=== block 1 ===
Figure 1. Congestion heat map (block 1).
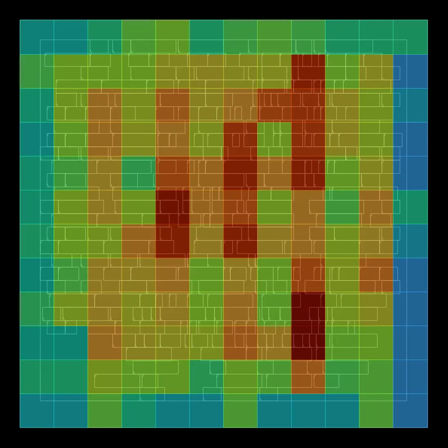

## src/rtl/hex_display_scan.sv

```systemverilog
// Four-digit multiplexed seven-segment driver with frame-synchronous value commit
// and optional leading-zero blanking.
module hex_display_scan #(
    parameter int unsigned SCAN_DIV = 100_000
) (
    input  logic        clk,
    input  logic        clr,
    input  logic        load,
    input  logic [15:0] din,
    input  logic [3:0]  dp_in,
    input  logic        blank_lz,
    output logic [3:0]  an,
    output logic [6:0]  seg,
    output logic        dp,
    output logic        pending,
    output logic        frame_done
);

    localparam int unsigned CntW = (SCAN_DIV > 1) ? $clog2(SCAN_DIV) : 1;
    localparam logic [CntW-1:0] CntMax = CntW'(SCAN_DIV - 1);

    logic [CntW-1:0] presc_q, presc_d;
    logic [1:0]      idx_q, idx_d;
    logic            tick;
    logic            frame_end;

    // {dp[3:0], digits[15:0]}
    logic [19:0]     pend_val_q, pend_val_d;
    logic [19:0]     disp_q, disp_d;
    logic            pending_q, pending_d;

    logic [3:0]      an_q, an_d;
    logic [6:0]      seg_q, seg_d;
    logic            dp_q, dp_d;

    logic [3:0]      cur_digit;
    logic [3:0]      digit_zero;
    logic [3:0]      lead_zero;
    logic            blanked;

    function automatic logic [6:0] hex_to_seg(input logic [3:0] h);
        logic [6:0] s;
        case (h)
            4'h0:    s = 7'b0000001;
            4'h1:    s = 7'b1001111;
            4'h2:    s = 7'b0010010;
            4'h3:    s = 7'b0000110;
            4'h4:    s = 7'b1001100;
            4'h5:    s = 7'b0100100;
            4'h6:    s = 7'b0100000;
            4'h7:    s = 7'b0001111;
            4'h8:    s = 7'b0000000;
            4'h9:    s = 7'b0000100;
            4'hA:    s = 7'b0001000;
            4'hB:    s = 7'b1100000;
            4'hC:    s = 7'b0110001;
            4'hD:    s = 7'b1000010;
            4'hE:    s = 7'b0110000;
            default: s = 7'b0111000;
        endcase
        return s;
    endfunction

    assign tick      = (presc_q == CntMax);
    assign frame_end = tick && (idx_q == 2'd3);

    always_comb begin
        presc_d = tick ? '0 : presc_q + CntW'(1);
        idx_d   = tick ? idx_q + 2'd1 : idx_q;
    end

    // Commit of the old pending value takes priority; a simultaneous load re-arms pending.
    always_comb begin
        pend_val_d = pend_val_q;
        disp_d     = disp_q;
        pending_d  = pending_q;
        if (frame_end && pending_q) begin
            disp_d    = pend_val_q;
            pending_d = 1'b0;
        end
        if (load) begin
            pend_val_d = {dp_in, din};
            pending_d  = 1'b1;
        end
    end

    always_comb begin
        digit_zero = {disp_q[15:12] == 4'h0, disp_q[11:8] == 4'h0,
                      disp_q[7:4] == 4'h0, disp_q[3:0] == 4'h0};
        lead_zero  = {digit_zero[3],
                      digit_zero[3] & digit_zero[2],
                      digit_zero[3] & digit_zero[2] & digit_zero[1],
                      1'b0};
        case (idx_q)
            2'd0:    cur_digit = disp_q[3:0];
            2'd1:    cur_digit = disp_q[7:4];
            2'd2:    cur_digit = disp_q[11:8];
            default: cur_digit = disp_q[15:12];
        endcase
        blanked = blank_lz & lead_zero[idx_q];

        an_d  = 4'b1111;
        seg_d = 7'b1111111;
        dp_d  = 1'b1;
        if (!blanked) begin
            an_d[idx_q] = 1'b0;
            seg_d       = hex_to_seg(cur_digit);
            dp_d        = ~disp_q[16 + {30'd0, idx_q}];
        end
    end

    always_ff @(posedge clk or posedge clr) begin
        if (clr) begin
            presc_q    <= '0;
            idx_q      <= 2'd0;
            pend_val_q <= '0;
            disp_q     <= '0;
            pending_q  <= 1'b0;
            an_q       <= 4'b1111;
            seg_q      <= 7'b1111111;
            dp_q       <= 1'b1;
        end else begin
            presc_q    <= presc_d;
            idx_q      <= idx_d;
            pend_val_q <= pend_val_d;
            disp_q     <= disp_d;
            pending_q  <= pending_d;
            an_q       <= an_d;
            seg_q      <= seg_d;
            dp_q       <= dp_d;
        end
    end

    assign an         = an_q;
    assign seg        = seg_q;
    assign dp         = dp_q;
    assign pending    = pending_q;
    assign frame_done = frame_end;

endmodule

```

## config.mk

```make
export PLATFORM = sky130hd
export DESIGN_NAME = hex_display_scan
export DESIGN_NICKNAME = d
export VERILOG_FILES = /design/src/rtl/hex_display_scan.sv
export SDC_FILE = /design/constraint.sdc
export NUM_CORES = 1
export LEC_CHECK = 0
export CAP_MARGIN = 20
export CORE_MARGIN = 4
export CORE_UTILIZATION = 60
export DETAILED_ROUTE_END_ITERATION = 7
export GPL_TIMING_DRIVEN = 0
export PLACE_DENSITY = 0.85
export REMOVE_ABC_BUFFERS = 1
export SYNTH_ARGS = -nofsm -noshare
export SYNTH_HDL_FRONTEND = slang
export SYNTH_SLANG_ARGS = --single-unit
```

## constraint.sdc

```tcl
create_clock -name clk -period 4.9 [get_ports clk]
set_input_delay 0.735 -clock clk [delete_from_list [all_inputs] [get_ports clk]]
set_output_delay 0.735 -clock clk [all_outputs]
set_load 0.03 [all_outputs]
```

=== block 2 ===
[config.mk]
export PLATFORM = sky130hd
export DESIGN_NAME = video_sync_v
export DESIGN_NICKNAME = d
export VERILOG_FILES = /design/src/rtl/video_pkg.sv /design/src/rtl/video_int_stretch.sv /design/src/rtl/video_sync_v.sv
export SDC_FILE = /design/constraint.sdc
export NUM_CORES = 1
export LEC_CHECK = 0
export CORE_ASPECT_RATIO = 0.8
export CORE_MARGIN = 4
export CORE_UTILIZATION = 45
export DETAILED_ROUTE_END_ITERATION = 16
export PLACE_DENSITY = 0.69
export RECOVER_POWER = 50
export SYNTH_ARGS = -nofsm -noshare
export SYNTH_HDL_FRONTEND = slang
export SYNTH_SLANG_ARGS = --single-unit
[constraint.sdc]
create_clock -name clk -period 2.4 [get_ports clk]
set_input_delay 0.48 -clock clk [delete_from_list [all_inputs] [get_ports clk]]
set_output_delay 0.48 -clock clk [all_outputs]
set_load 0.005 [all_outputs]
[src/rtl/video_pkg.sv]
// video_pkg -- shared constants and types for the vertical video timing block.
// Holds the per-raster frame periods (in lines), the vertical blank / sync /
// pixel-window line numbers for both window sizes, the INT position and
// length, the raster mode encoding, and a helper that maps a raster mode to
// its frame period.
package video_pkg;

  // Raster select encoding as presented on modes_raster.
  typedef enum logic [1:0] {
    RASTER_PENT = 2'b00,
    RASTER_60HZ = 2'b01,
    RASTER_48K  = 2'b10,
    RASTER_128K = 2'b11
  } raster_e;

  // Frame period in lines for each raster.
  localparam logic [8:0] PERIOD_PENT = 9'd320;
  localparam logic [8:0] PERIOD_60HZ = 9'd262;
  localparam logic [8:0] PERIOD_48K  = 9'd312;
  localparam logic [8:0] PERIOD_128K = 9'd311;

  // Vertical blank starts on line 0 and ends on VBLNK_END.
  localparam logic [8:0] VBLNK_BEG = 9'd0;
  localparam logic [8:0] VBLNK_END = 9'd32;

  // Vertical sync covers lines VSYNC_BEG .. VSYNC_END-1.
  localparam logic [8:0] VSYNC_BEG = 9'd8;
  localparam logic [8:0] VSYNC_END = 9'd12;

  // Pixel window: 192 lines for the 256x192 screen, 240 for 320x240.
  localparam logic [8:0] VPIX_BEG_PENT = 9'd80;
  localparam logic [8:0] VPIX_END_PENT = 9'd272;
  localparam logic [8:0] VPIX_BEG_ATM  = 9'd56;
  localparam logic [8:0] VPIX_END_ATM  = 9'd296;

  // INT is raised on this line and held for INT_LEN cend strobes.
  localparam logic [8:0] VINT_BEG     = 9'd0;
  localparam int         INT_LEN      = 64;
  localparam logic [5:0] INT_CNT_LAST = 6'(INT_LEN - 1);

  // Frame period (in lines) of a raster mode.
  function automatic logic [8:0] raster_period(input raster_e mode);
    logic [8:0] p;
    case (mode)
      RASTER_PENT: p = PERIOD_PENT;
      RASTER_60HZ: p = PERIOD_60HZ;
      RASTER_48K:  p = PERIOD_48K;
      RASTER_128K: p = PERIOD_128K;
      default:     p = PERIOD_PENT;
    endcase
    return p;
  endfunction

endpackage

[src/rtl/video_int_stretch.sv]
// video_int_stretch -- Z80 INT pulse generator.
// A trigger (hint_start while vcount is on the INT line) pulls int_n low on
// the next clk. While low, cend strobes are counted and int_n returns high
// after exactly INT_LEN of them. A new trigger while low restarts the count.
// The cend of the trigger cycle itself is not counted, because int_n is not
// low yet in that cycle.
// Ports:
//   clk, rst    system clock, synchronous active-high reset
//   cend        video-cycle strobe
//   hint_start  horizontal INT position strobe
//   vcount      current line (value before any increment this cycle)
//   int_n       registered INT output, active low
module video_int_stretch
  import video_pkg::*;
(
  input  logic       clk,
  input  logic       rst,
  input  logic       cend,
  input  logic       hint_start,
  input  logic [8:0] vcount,
  output logic       int_n
);

  logic       int_n_r;
  logic       int_n_nxt_s;
  logic [5:0] cnt_r;
  logic [5:0] cnt_nxt_s;
  logic       trig_s;

  // Trigger detection and pulse length counting.
  always_comb begin
    trig_s      = hint_start && (vcount == VINT_BEG);
    int_n_nxt_s = int_n_r;
    cnt_nxt_s   = cnt_r;
    if (trig_s) begin
      int_n_nxt_s = 1'b0;
      cnt_nxt_s   = 6'd0;
    end else if (!int_n_r && cend) begin
      if (cnt_r == INT_CNT_LAST) begin
        int_n_nxt_s = 1'b1;
        cnt_nxt_s   = 6'd0;
      end else begin
        int_n_nxt_s = 1'b0;
        cnt_nxt_s   = cnt_r + 6'd1;
      end
    end else begin
      int_n_nxt_s = int_n_r;
      cnt_nxt_s   = cnt_r;
    end
  end

  // INT state and counter registers.
  always_ff @(posedge clk) begin
    if (rst) begin
      int_n_r <= 1'b1;
      cnt_r   <= 6'd0;
    end else begin
      int_n_r <= int_n_nxt_s;
      cnt_r   <= cnt_nxt_s;
    end
  end

  assign int_n = int_n_r;

endmodule

[src/rtl/video_sync_v.sv]
// video_sync_v -- vertical video timing: line counter, vertical blank, sync,
// pixel window, frame strobe, Z80 INT and attribute flash phase.
// The line counter advances on hsync_start and wraps when it reaches the
// last line of the selected raster (>= compare, so a raster change to a
// shorter frame wraps on the next line instead of running away).
// Vertical flags are set/cleared on the hsync_start that loads the boundary
// line. All outputs are registered.
// Optional feature: define VIDEO_FLASH_EN to add a 5-bit frame counter whose
// bit 4 drives flash; otherwise flash is constant 0.
// Ports:
//   clk, rst          system clock, synchronous active-high reset
//   cend              7 MHz video-cycle strobe
//   hsync_start       line strobe (once per line)
//   hint_start        horizontal INT position strobe
//   modes_raster      raster select (00 Pentagon, 01 60 Hz, 10 48k, 11 128k)
//   mode_atm_n_pent   1: 320x240 window, 0: 256x192 window
//   vblank, vsync     vertical blank / sync
//   vpix              vertical pixel window
//   frame_start       one-clk strobe when line 0 is loaded
//   int_n             Z80 INT, active low
//   flash             attribute flash phase
//   vcount            current line number
module video_sync_v
  import video_pkg::*;
(
  input  logic       clk,
  input  logic       rst,
  input  logic       cend,
  input  logic       hsync_start,
  input  logic       hint_start,
  input  logic [1:0] modes_raster,
  input  logic       mode_atm_n_pent,
  output logic       vblank,
  output logic       vsync,
  output logic       vpix,
  output logic       frame_start,
  output logic       int_n,
  output logic       flash,
  output logic [8:0] vcount
);

  logic [8:0] vcount_r;
  logic       vblank_r;
  logic       vsync_r;
  logic       vpix_r;
  logic       frame_start_r;

  logic [8:0] period_s;
  logic       wrap_s;
  logic [8:0] next_line_s;
  logic [8:0] vpix_beg_s;
  logic [8:0] vpix_end_s;
  logic       vblank_nxt_s;
  logic       vsync_nxt_s;
  logic       vpix_nxt_s;
  logic       frame_start_nxt_s;

  // Next line number and vertical flag updates for the coming hsync_start.
  always_comb begin
    period_s     = raster_period(raster_e'(modes_raster));
    wrap_s       = (vcount_r >= (period_s - 9'd1));
    next_line_s  = 9'd0;
    vpix_beg_s   = VPIX_BEG_PENT;
    vpix_end_s   = VPIX_END_PENT;
    vblank_nxt_s = vblank_r;
    vsync_nxt_s  = vsync_r;
    vpix_nxt_s   = vpix_r;

    if (wrap_s) begin
      next_line_s = 9'd0;
    end else begin
      next_line_s = vcount_r + 9'd1;
    end

    // Window size is taken at each strobe, so a change affects the next edge.
    if (mode_atm_n_pent) begin
      vpix_beg_s = VPIX_BEG_ATM;
      vpix_end_s = VPIX_END_ATM;
    end else begin
      vpix_beg_s = VPIX_BEG_PENT;
      vpix_end_s = VPIX_END_PENT;
    end

    frame_start_nxt_s = hsync_start && wrap_s;

    if (hsync_start) begin
      if (next_line_s == VBLNK_BEG) begin
        vblank_nxt_s = 1'b1;
      end else if (next_line_s == VBLNK_END) begin
        vblank_nxt_s = 1'b0;
      end else begin
        vblank_nxt_s = vblank_r;
      end

      if (next_line_s == VSYNC_BEG) begin
        vsync_nxt_s = 1'b1;
      end else if (next_line_s == VSYNC_END) begin
        vsync_nxt_s = 1'b0;
      end else begin
        vsync_nxt_s = vsync_r;
      end

      if (next_line_s == vpix_beg_s) begin
        vpix_nxt_s = 1'b1;
      end else if (next_line_s == vpix_end_s) begin
        vpix_nxt_s = 1'b0;
      end else begin
        vpix_nxt_s = vpix_r;
      end
    end else begin
      vblank_nxt_s = vblank_r;
      vsync_nxt_s  = vsync_r;
      vpix_nxt_s   = vpix_r;
    end
  end

  // Line counter and vertical flag registers.
  always_ff @(posedge clk) begin
    if (rst) begin
      vcount_r      <= 9'd0;
      vblank_r      <= 1'b0;
      vsync_r       <= 1'b0;
      vpix_r        <= 1'b0;
      frame_start_r <= 1'b0;
    end else begin
      if (hsync_start) begin
        vcount_r <= next_line_s;
      end else begin
        vcount_r <= vcount_r;
      end
      vblank_r      <= vblank_nxt_s;
      vsync_r       <= vsync_nxt_s;
      vpix_r        <= vpix_nxt_s;
      frame_start_r <= frame_start_nxt_s;
    end
  end

  // INT uses the line number before this cycle's increment.
  video_int_stretch u_int_stretch (
    .clk        (clk),
    .rst        (rst),
    .cend       (cend),
    .hint_start (hint_start),
    .vcount     (vcount_r),
    .int_n      (int_n)
  );

`ifdef VIDEO_FLASH_EN
  logic [4:0] frame_cnt_r;

  // Frame counter; bit 4 toggles every 16 frames.
  always_ff @(posedge clk) begin
    if (rst) begin
      frame_cnt_r <= 5'd0;
    end else if (frame_start_r) begin
      frame_cnt_r <= frame_cnt_r + 5'd1;
    end else begin
      frame_cnt_r <= frame_cnt_r;
    end
  end

  assign flash = frame_cnt_r[4];
`else
  assign flash = 1'b0;
`endif

  assign vcount      = vcount_r;
  assign vblank      = vblank_r;
  assign vsync       = vsync_r;
  assign vpix        = vpix_r;
  assign frame_start = frame_start_r;

endmodule

=== block 3 ===
### src/rtl/lu_new_pkg.sv
// Shared types and constants for the LU block-processing CPU datapath.
// Addresses are {page, row, col} into the block memories.
package lu_new;

    localparam int N_BLK      = 32;
    localparam int IDX_W      = $clog2(N_BLK);
    localparam int CPU_ADDR_W = 2 * IDX_W + 1;

    typedef logic [IDX_W-1:0]      t_cpu_idx;
    typedef logic [CPU_ADDR_W-1:0] t_cpu_addr;

    // valid is the MSB so the delay line can find it without knowing the layout
    typedef struct packed {
        logic      valid;
        t_cpu_addr addr;
        logic      wr_top;
        logic      wr_left;
        logic      wr_cur;
    } t_cpu_wr_beat;

    function automatic t_cpu_addr cpu_addr(input logic page, input t_cpu_idx row, input t_cpu_idx col);
        return {page, row, col};
    endfunction

endpackage

### src/rtl/lu_delay_line.sv
// Fixed-depth shift register with synchronous reset of every stage.
// Also reports whether any stage holds a word whose VALID_BIT is set.
module lu_delay_line #(
    parameter int WIDTH     = 8,
    parameter int DEPTH     = 1,
    parameter int VALID_BIT = WIDTH - 1
) (
    input  logic             clk,
    input  logic             reset,
    input  logic [WIDTH-1:0] i_data,
    output logic [WIDTH-1:0] o_data,
    output logic             o_any_valid
);

    logic [DEPTH-1:0][WIDTH-1:0] stage_q, stage_d;

    always_comb begin
        stage_d[0] = i_data;
        for (int n = 1; n < DEPTH; n++) begin
            stage_d[n] = stage_q[n-1];
        end
    end

    always_comb begin
        o_any_valid = 1'b0;
        for (int n = 0; n < DEPTH; n++) begin
            o_any_valid = o_any_valid | stage_q[n][VALID_BIT];
        end
    end

    // NOTE: every stage is reset, so beats in flight at reset are dropped rather than written.
    always_ff @(posedge clk) begin
        if (reset) begin
            stage_q <= '0;
        end else begin
            stage_q <= stage_d;
        end
    end

    assign o_data = stage_q[DEPTH-1];

endmodule

### src/rtl/cpu_idx_addr_gen.sv
// k/i/j loop counters plus read-address register and write-address delay line
// sitting between the CPU pipeline controller and the block memories.
module cpu_idx_addr_gen
    import lu_new::*;
#(
    parameter int PIPE_LAT = 8
) (
    input  logic                  clk,
    input  logic                  reset,
    input  logic                  i_k_reset,
    input  logic                  i_k_inc,
    input  logic                  i_i_reset,
    input  logic                  i_i_inc,
    input  logic                  i_i_load_k1,
    input  logic                  i_j_reset,
    input  logic                  i_j_inc,
    input  logic                  i_j_load_k,
    input  logic                  i_j_load_k1,
    output logic                  o_k_done,
    output logic                  o_i_done,
    output logic                  o_j_done,
    input  logic                  i_valid,
    input  logic                  i_norm,
    input  logic                  i_recip,
    input  logic                  i_wr_top,
    input  logic                  i_wr_left,
    input  logic                  i_wr_cur,
    input  logic                  i_whichpage,
    output logic                  o_rd_valid,
    output logic                  o_rd_norm,
    output logic                  o_rd_recip,
    output logic [CPU_ADDR_W-1:0] o_rd_addr_cur,
    output logic [CPU_ADDR_W-1:0] o_rd_addr_top,
    output logic [CPU_ADDR_W-1:0] o_rd_addr_left,
    output logic [CPU_ADDR_W-1:0] o_rd_addr_pivot,
    output logic                  o_wr_valid,
    output logic                  o_wr_top,
    output logic                  o_wr_left,
    output logic                  o_wr_cur,
    output logic [CPU_ADDR_W-1:0] o_wr_addr,
    output logic                  o_pipe_empty
);

    localparam int       BEAT_W = $bits(t_cpu_wr_beat);
    localparam t_cpu_idx IDX_MAX = t_cpu_idx'(N_BLK - 1);
    localparam t_cpu_idx IDX_ONE = t_cpu_idx'(1);

    t_cpu_idx     k_q, k_d, i_q, i_d, j_q, j_d;
    logic         rd_valid_q, rd_valid_d, rd_norm_q, rd_norm_d, rd_recip_q, rd_recip_d;
    t_cpu_addr    rd_cur_q, rd_cur_d, rd_top_q, rd_top_d;
    t_cpu_addr    rd_left_q, rd_left_d, rd_pivot_q, rd_pivot_d;
    t_cpu_wr_beat wr_beat_q, wr_beat_d, wr_beat_out;
    logic [BEAT_W-1:0] wr_out_bits;
    logic         wr_any_valid;

    // Counter width equals IDX_W, so +1 and k+1 wrap mod N_BLK for free.
    always_comb begin
        k_d = k_q;
        if (i_k_reset)      k_d = '0;
        else if (i_k_inc)   k_d = k_q + IDX_ONE;

        i_d = i_q;
        if (i_i_reset)        i_d = '0;
        else if (i_i_load_k1) i_d = k_q + IDX_ONE;
        else if (i_i_inc)     i_d = i_q + IDX_ONE;

        j_d = j_q;
        if (i_j_reset)        j_d = '0;
        else if (i_j_load_k1) j_d = k_q + IDX_ONE;
        else if (i_j_load_k)  j_d = k_q;
        else if (i_j_inc)     j_d = j_q + IDX_ONE;
    end

    // NOTE: every output of this block gets a default first, so hold-when-idle cannot infer a latch.
    always_comb begin
        rd_valid_d = i_valid;
        rd_norm_d  = i_valid & i_norm;
        rd_recip_d = i_valid & i_recip;
        rd_cur_d   = rd_cur_q;
        rd_top_d   = rd_top_q;
        rd_left_d  = rd_left_q;
        rd_pivot_d = rd_pivot_q;
        if (i_valid) begin
            rd_cur_d   = cpu_addr(i_whichpage, i_q, j_q);
            rd_top_d   = cpu_addr(i_whichpage, k_q, j_q);
            rd_left_d  = cpu_addr(i_whichpage, i_q, k_q);
            rd_pivot_d = cpu_addr(i_whichpage, k_q, k_q);
        end

        wr_beat_d.valid   = i_valid;
        wr_beat_d.addr    = cpu_addr(i_whichpage, i_q, j_q);
        wr_beat_d.wr_top  = i_valid & i_wr_top;
        wr_beat_d.wr_left = i_valid & i_wr_left;
        wr_beat_d.wr_cur  = i_valid & i_wr_cur;
    end

    // NOTE: sequential state uses non-blocking assignments only.
    always_ff @(posedge clk) begin
        if (reset) begin
            k_q        <= '0;
            i_q        <= '0;
            j_q        <= '0;
            rd_valid_q <= 1'b0;
            rd_norm_q  <= 1'b0;
            rd_recip_q <= 1'b0;
            rd_cur_q   <= '0;
            rd_top_q   <= '0;
            rd_left_q  <= '0;
            rd_pivot_q <= '0;
            wr_beat_q  <= '0;
        end else begin
            k_q        <= k_d;
            i_q        <= i_d;
            j_q        <= j_d;
            rd_valid_q <= rd_valid_d;
            rd_norm_q  <= rd_norm_d;
            rd_recip_q <= rd_recip_d;
            rd_cur_q   <= rd_cur_d;
            rd_top_q   <= rd_top_d;
            rd_left_q  <= rd_left_d;
            rd_pivot_q <= rd_pivot_d;
            wr_beat_q  <= wr_beat_d;
        end
    end

    lu_delay_line #(
        .WIDTH     (BEAT_W),
        .DEPTH     (PIPE_LAT),
        .VALID_BIT (BEAT_W - 1)
    ) u_wr_delay (
        .clk         (clk),
        .reset       (reset),
        .i_data      (wr_beat_q),
        .o_data      (wr_out_bits),
        .o_any_valid (wr_any_valid)
    );

    assign wr_beat_out = t_cpu_wr_beat'(wr_out_bits);

    assign o_k_done        = (k_q == IDX_MAX);
    assign o_i_done        = (i_q == IDX_MAX);
    assign o_j_done        = (j_q == IDX_MAX);
    assign o_rd_valid      = rd_valid_q;
    assign o_rd_norm       = rd_norm_q;
    assign o_rd_recip      = rd_recip_q;
    assign o_rd_addr_cur   = rd_cur_q;
    assign o_rd_addr_top   = rd_top_q;
    assign o_rd_addr_left  = rd_left_q;
    assign o_rd_addr_pivot = rd_pivot_q;
    assign o_wr_valid      = wr_beat_out.valid;
    assign o_wr_top        = wr_beat_out.valid & wr_beat_out.wr_top;
    assign o_wr_left       = wr_beat_out.valid & wr_beat_out.wr_left;
    assign o_wr_cur        = wr_beat_out.valid & wr_beat_out.wr_cur;
    assign o_wr_addr       = wr_beat_out.addr;
    // The read register is the head of the write path, so it counts as in flight too.
    assign o_pipe_empty    = ~(rd_valid_q | wr_any_valid);

endmodule

### config.mk
export PLATFORM = sky130hd
export DESIGN_NAME = cpu_idx_addr_gen
export DESIGN_NICKNAME = d
export VERILOG_FILES = /design/src/rtl/lu_new_pkg.sv /design/src/rtl/lu_delay_line.sv /design/src/rtl/cpu_idx_addr_gen.sv
export SDC_FILE = /design/constraint.sdc
export NUM_CORES = 1
export LEC_CHECK = 0
export CORE_UTILIZATION = 40
export CTS_CLUSTER_DIAMETER = 50
export DETAILED_ROUTE_END_ITERATION = 12
export PLACE_DENSITY = 0.63
export SYNTH_ARGS = -nofsm -noshare
export SYNTH_HDL_FRONTEND = slang
export SYNTH_SLANG_ARGS = --single-unit
### constraint.sdc
create_clock -name clk -period 2.4 [get_ports clk]
set_input_delay 0.36 -clock clk [delete_from_list [all_inputs] [get_ports clk]]
set_output_delay 0.36 -clock clk [all_outputs]
set_load 0.02 [all_outputs]
=== block 4 ===
$ cat config.mk
export PLATFORM = sky130hd
export DESIGN_NAME = uart_rx
export DESIGN_NICKNAME = d
export VERILOG_FILES = /design/src/rtl/uart_rx.sv
export SDC_FILE = /design/constraint.sdc
export NUM_CORES = 1
export LEC_CHECK = 0
export CAP_MARGIN = 15
export CORE_UTILIZATION = 40
export DETAILED_ROUTE_END_ITERATION = 10
export HOLD_SLACK_MARGIN = 0.02
export SLEW_MARGIN = 25
export SYNTH_ARGS = -nofsm -noshare
export SYNTH_HDL_FRONTEND = slang
export SYNTH_SLANG_ARGS = --single-unit
$ cat constraint.sdc
create_clock -name clk -period 2.4 [get_ports clk]
set_input_delay 0.36 -clock clk [delete_from_list [all_inputs] [get_ports clk]]
set_output_delay 0.36 -clock clk [all_outputs]
set_load 0.02 [all_outputs]
$ cat src/rtl/uart_rx.sv
// uart_rx: oversampled UART receiver with 2-FF input sync, optional parity and frame/parity error flags
module uart_rx #(
  parameter int DATA_BITS    = 8,
  parameter bit PARITY_EN    = 1'b0,
  parameter bit PARITY_ODD   = 1'b0,
  parameter int OVERSAMPLING = 16
) (
  input  logic                 clk,
  input  logic                 rst_n,
  input  logic                 tick_16x,
  input  logic                 rx,
  output logic [DATA_BITS-1:0] rx_data,
  output logic                 rx_valid,
  output logic                 frame_err,
  output logic                 parity_err,
  output logic                 busy
);
  localparam int CW = $clog2(OVERSAMPLING);
  localparam int IW = $clog2(DATA_BITS);
  localparam logic [CW-1:0] HALF = CW'(OVERSAMPLING / 2 - 1);
  localparam logic [CW-1:0] LAST = CW'(OVERSAMPLING - 1);
  localparam logic [IW-1:0] IDX_LAST = IW'(DATA_BITS - 1);
  typedef enum logic [2:0] {IDLE, START, DATA, PARITY, STOP, WAIT_IDLE} state_t;
  state_t state, state_n;
  logic rx_m, rx_s, par, par_n, done, par_bad;
  logic [CW-1:0] cnt, cnt_n;
  logic [IW-1:0] idx, idx_n;
  logic [DATA_BITS-1:0] sh, sh_n;
  assign busy = (state != IDLE);
  assign par_bad = par ^ (^sh) ^ PARITY_ODD;
  always_ff @(posedge clk or negedge rst_n)
    if (!rst_n) begin
      rx_m       <= 1'b1;
      rx_s       <= 1'b1;
      state      <= IDLE;
      cnt        <= '0;
      idx        <= '0;
      sh         <= '0;
      par        <= 1'b0;
      rx_data    <= '0;
      rx_valid   <= 1'b0;
      frame_err  <= 1'b0;
      parity_err <= 1'b0;
    end else begin
      rx_m       <= rx;
      rx_s       <= rx_m;
      state      <= state_n;
      cnt        <= cnt_n;
      idx        <= idx_n;
      sh         <= sh_n;
      par        <= par_n;
      rx_valid   <= done;
      frame_err  <= done & ~rx_s;
      parity_err <= done & PARITY_EN & par_bad;
      if (done) rx_data <= sh;
    end
  always_comb begin
    state_n = state;
    cnt_n   = cnt;
    idx_n   = idx;
    sh_n    = sh;
    par_n   = par;
    done    = 1'b0;
    case (state)
      IDLE: begin
        cnt_n = '0;
        if (!rx_s) state_n = START;
      end
      START: if (tick_16x) begin
        cnt_n = (cnt == HALF) ? '0 : cnt + 1'b1;
        idx_n = '0;
        if (cnt == HALF) state_n = rx_s ? IDLE : DATA;
      end
      DATA: if (tick_16x) begin
        cnt_n = (cnt == LAST) ? '0 : cnt + 1'b1;
        if (cnt == LAST) begin
          sh_n  = {rx_s, sh[DATA_BITS-1:1]};
          idx_n = idx + 1'b1;
          if (idx == IDX_LAST) state_n = PARITY_EN ? PARITY : STOP;
        end
      end
      PARITY: if (tick_16x) begin
        cnt_n = (cnt == LAST) ? '0 : cnt + 1'b1;
        if (cnt == LAST) begin
          par_n   = rx_s;
          state_n = STOP;
        end
      end
      STOP: if (tick_16x) begin
        cnt_n = (cnt == LAST) ? '0 : cnt + 1'b1;
        if (cnt == LAST) begin
          done    = 1'b1;
          state_n = rx_s ? IDLE : WAIT_IDLE;
        end
      end
      WAIT_IDLE: begin
        cnt_n = '0;
        if (rx_s) state_n = IDLE;
      end
      default: state_n = IDLE;
    endcase
  end
endmodule

Figure 2. Congestion heat map (block 4).
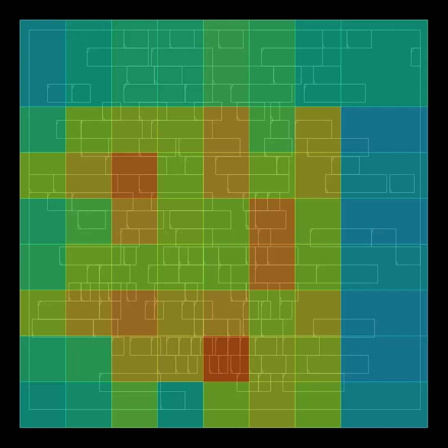
busiest metal layer after global routing: met1
wire length per cell: 12.7 um
Tot GR Track Use: 14.5%

==> Slide: Implementation Results, block 4 <==
Implementation Results

Critical path
  – CP Capture Type: output port
  – Cell family contributing the most delay on the critical path: buffers and inverters
  – Worst Setup Start Kind: flip-flop
  – R2r setup slk: roughly 420 ps
  – Setup crit end: busy
  – Path type of the worst setup path: reg -> out

Final layout
  – Top Layout Cells: sky130_fd_sc_hd__dfrtp_1 (28), sky130_fd_sc_hd__clkdlybuf4s50_1 (14), sky130_fd_sc_hd__mux2_2 (12), sky130_fd_sc_hd__nand2_1 (9), sky130_fd_sc_hd__o21ai_0 (8)
  – Area Overhead vs Synth: 14.1%

Logic synthesis
  – Combinational family with the most area after synthesis: multiplexers
  – Area of the mapped netlist: 0.00141 sq mm
  – Portion of netlist area occupied by mux cells: between 10% and 20%
  – Yosys stat chip area: roughly 0.0014 sq mm

Status
  – Result of the run: complete, no violations

Place
  – Post-detailed-placement cell area: 0.00156 sq mm

Clock network
  – Buffer depth of the longest clock path: 2

Die
  – Site Rows: 21

STA
  – Hold Slack: 361 ps
## block 4: layout make-up
type                            instances  share of cell area [%]
Clock buffer                            6                    2.57
Clock inverter                          2                   0.623
Inverter                                5                    1.17
Multi-Input combinational cell         74                    35.6
Sequential cell                        30                    46.8
Tap cell                               46                    3.58
Timing Repair Buffer                   16                    9.65
## block 4: metal layers
layer / part of all wire, % / up-vias / routed length [um] / global-route usage (%)
met1: 51 / 434 / 1170 / 21.0
met4: 2.1 / 0 / 47 / 7.62
li1: - / 443 / - / -
met2: 44 / 17 / 990 / 19.4
met3: 2.8 / 7 / 63 / 4.41
met5: 0 / - / 0 / 0
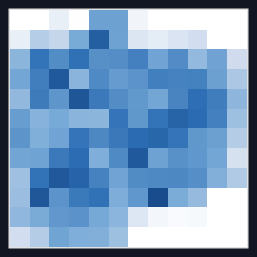
Figure 3: block 3, placement density heat map.
(2 px per um) The die is cut into 12 by 12 equal tiles; white is low, dark blue is high, 0 to 100% covered.
densest ninth of the die: centre
tiles over 75% full: 9.0%
emptiest ninth of the die: south-east
fullest tile: 89%
final design utilization: 50.4%
CORE AREA: 0.0132 sq mm
effective utilization at floorplan: 41.0%

==> Slide: Implementation Results, block 3 <==
Implementation Results

Status
  – Result of the run: complete, no violations

Pwr
  – P_sw: approximately 1.1 mW
  – Reported clock group power: 2.55 mW
  – Cell area power density: 836 mW/mm^2

Flow run
  – Warning total across the stage logs: 26

Final layout
  – Area occupied by multi-input gates: 0.00164 sq mm
  – Cell Count, Final, Fillers Out: between 700 and 800
  – Top Layout Cells: sky130_fd_sc_hd__dfxtp_1 (167), sky130_fd_sc_hd__nor2b_1 (131), sky130_fd_sc_hd__clkdlybuf4s50_1 (79), sky130_fd_sc_hd__nor2_1 (25), sky130_fd_sc_hd__mux2i_1 (21)
  – Antenna diodes: 0

Logic synthesis
  – Most area-hungry cell type in the Yosys netlist: sky130_fd_sc_hd__dfxtp_1
  – Yosys cell count: 483
  – Number of nets produced by synthesis: a little over 500
  – Area share of xor/xnor cells in the synthesized design: under 10%
  – Cell count after synthesis: ~480
  – Leading cell types by total area after synthesis: sky130_fd_sc_hd__dfxtp_1 (62%), sky130_fd_sc_hd__nor2b_1 (15%), sky130_fd_sc_hd__buf_4 (5.7%)
  – Yosys synthesis warning count: 0
  – Distinct cell type count of the synthesized netlist: 35

Drt
  – Number of optimization iterations in the first detailed-route pass: 4
  – Number of vias per cell: approximately 4.3
  – Met1 Routed Length: about 3.5 mm

Critical path
  – Critical-path cell list: ha_1 -> and3_1 -> ha_1 -> clkdlybuf4s50_1
  – R2r setup slk: between 700 and 800 ps
  – Setup crit end: o_i_done

STA
  – Setup-failing EPs final: 0

Clock network
  – Buffer count from post-CTS setup fixing: 0
block 3: registers in the layout, summed over array words and instances, names as in the netlist:
| register | count |
|---|---|
| u_wr_delay.stage_d | 105 |
| u_wr_delay.o_data | 15 |
| wr_beat_q | 15 |
| o_rd_addr_cur | 11 |
| i_q | 5 |
| j_q | 5 |
| k_q | 5 |
| o_rd_addr_top | 5 |
| o_rd_norm | 1 |
| o_rd_recip | 1 |
block 3: per-layer routing:
metal  vias to the layer above  GRT usage, %
li1                       1582             -
met1                      1371          13.6
met2                        88          18.8
met3                        11          5.55
met4                         0          5.30
met5                         -             0
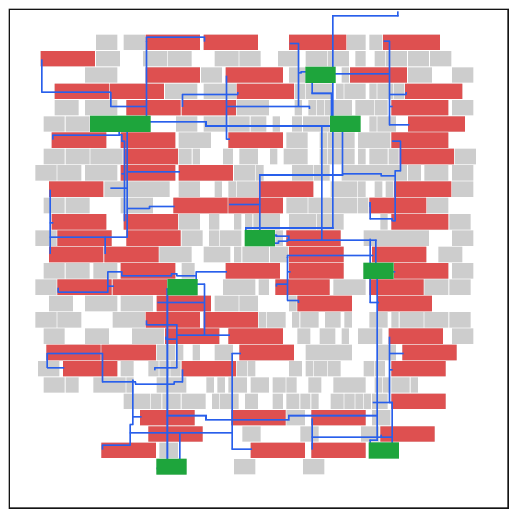
Figure 4: block 1, clock network drawn from the DEF.
(6 px per um)
[clock wires] blue | length: 843 um
[flip-flops] red | count: 72
[clock-net drivers] green | count: 9
routed clock nets: 10
Latency at later pin: 350 ps
clock skew: 9.84 ps

About Figure 1:
Tot GR Track Use: 19.5%
wire length per cell: 16.5 um
busiest metal layer after global routing: met2

==> Slide: Implementation Results, block 1 <==
Implementation Results

Status
  – Result of the run: complete, no violations

Logic synthesis
  – Yosys stat chip area: approximately 0.0034 sq mm
  – Combinational family with the most area after synthesis: multiplexers

Clock network
  – CTS resizes: 0
  – Clock tree from TritonCTS: yes

Drt
  – Detailed-routed wire length on met2: 3.05 mm

Critical path
  – Required @ worst endpoint: 4160 ps
  – Delay of the slowest cell on the worst path: around 750 ps
  – Buffers plus inverters on the worst setup path: 1

Die
  – I/O pin cnt: 38
  – Die Area: roughly 0.0069 sq mm
  – Die X: roughly 83 um

Flow run
  – Max-cap viol count: 0

Final layout
  – Area occupied by multi-input gates: about 0.0014 sq mm

Place
  – DPL Wire Length: between 4 and 5 mm
block 1: worst reg2reg max path: stages, from the launching register on:
cell and delay, ps:
sky130_fd_sc_hd__dfrtp_1 390, sky130_fd_sc_hd__ha_1 220, sky130_fd_sc_hd__and4_4 270, sky130_fd_sc_hd__nand2_2 80, sky130_fd_sc_hd__nor4_4 690, sky130_fd_sc_hd__and3_4 570
sky130_fd_sc_hd__mux2_1 360
block 1: metrics by stage:
stage	utilization (%)	total power, mW
2_1_floorplan	-	0.655
3_3_place_gp	68.5	0.682
3_5_place_dp	68.6	0.685
4_1_cts	73.0	1.25
5_1_grt	73.2	1.28
6_report	73.2	1.24
Figure 5. Placement density heat map (block 2).
(4 px per um) The die is cut into 7 by 6 equal tiles; white is low, dark blue is high, 0 to 100% covered.
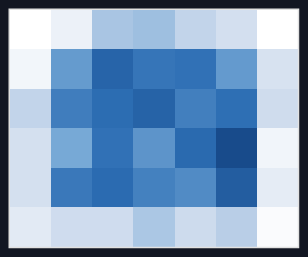
densest ninth of the die: centre
nearly empty tiles: 4.8%
fullest tile: 89%
emptiest ninth of the die: north-west
mean over tiles: 43%
tiles over 75% full: 17%
final design utilization: 60.9%
effective utilization at floorplan: 47.4%

==> Slide: Implementation Results, block 2 <==
Implementation Results

STA
  – Final critical delay including setup and external delays: 2310 ps

Final layout
  – Net count of the finished layout: 240
  – Ratio of cells with drive above 1 in the final layout: approximately 15%

Pwr
  – Share of total power in sequential cells: between 40% and 50%
  – P_sw: approximately 180 uW
  – Power share of the clock group: a little over two fifths
  – Overall power after layout: 788 uW

Status
  – Result of the run: complete, no violations

Logic synthesis
  – Ys async rst share: 0%
  – Average cell area after synthesis: between 7 and 8 sq um
  – Yosys stat chip area: around 0.0015 sq mm
  – Seq share, synth: between 20 and 30%

Critical path
  – Data arrival time of the critical path: 2460 ps

Drt
  – Met1 Routed Length: roughly 1.9 mm

Place
  – Placer Congestion: 0.931
==> block 2: area by class of cell <==
cell class	count	share of cell area, %
clock inverter	1	1.59
sequential	20	21.2
multi-input combinational	152	53.2
tap	40	2.65
clock buffer	3	2.18
timing repair buffer	38	17.5
inverter	8	1.59
==> block 2: power groups by stage <==
stage | clock (mW) | combinational [mW] | sequential, mW
6_report | 0.333 | 0.110 | 0.345
2_1_floorplan | 0 | 0.0595 | 0.353
5_1_grt | 0.352 | 0.121 | 0.346
3_3_place_gp | 0 | 0.105 | 0.352
3_5_place_dp | 0 | 0.108 | 0.353
4_1_cts | 0.338 | 0.109 | 0.345


==> gallery <==
PDN straps and rails.
(a)
(4 px per um) Pins as bars on the die edge.
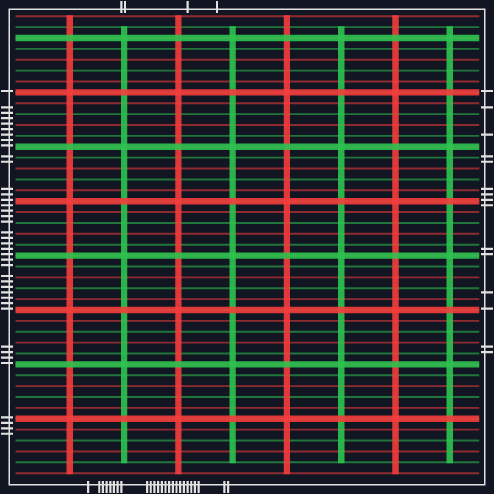
(b)
(8 px per um) Pins as bars on the die edge.
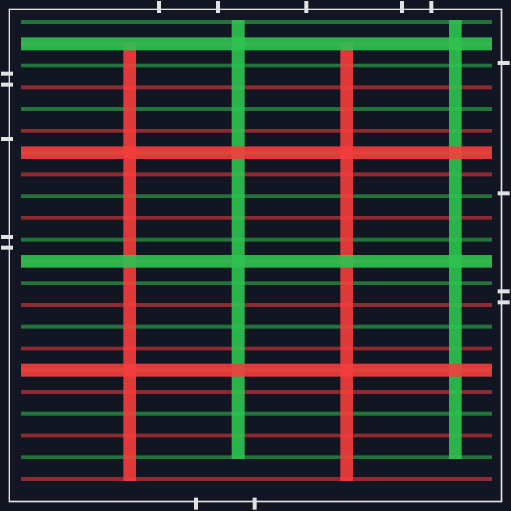
(c)
(6 px per um) Pins as bars on the die edge.
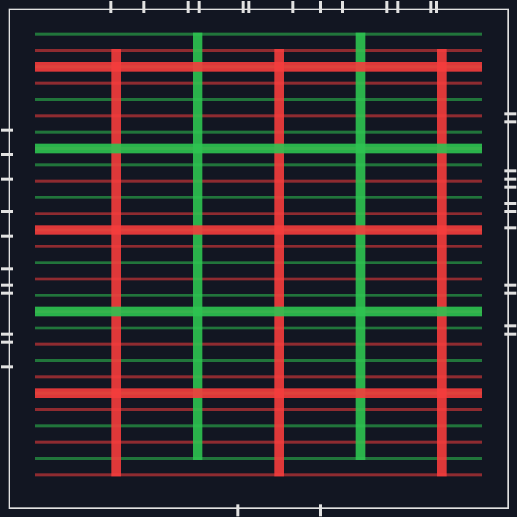
(d)
(6 px per um) Pins as bars on the die edge.
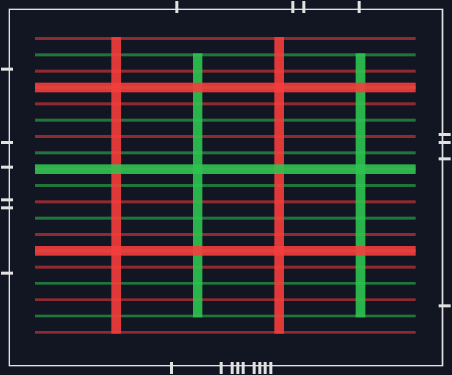
Of these, largest die: (a)
Of these, fewest pins: (b)
| from | picture |
|---|---|
| block 3 | (a) |
| block 1 | (c) |
| block 4 | (b) |
| block 2 | (d) |

Power figures rest on the tool's default switching activity, not on a simulated workload.
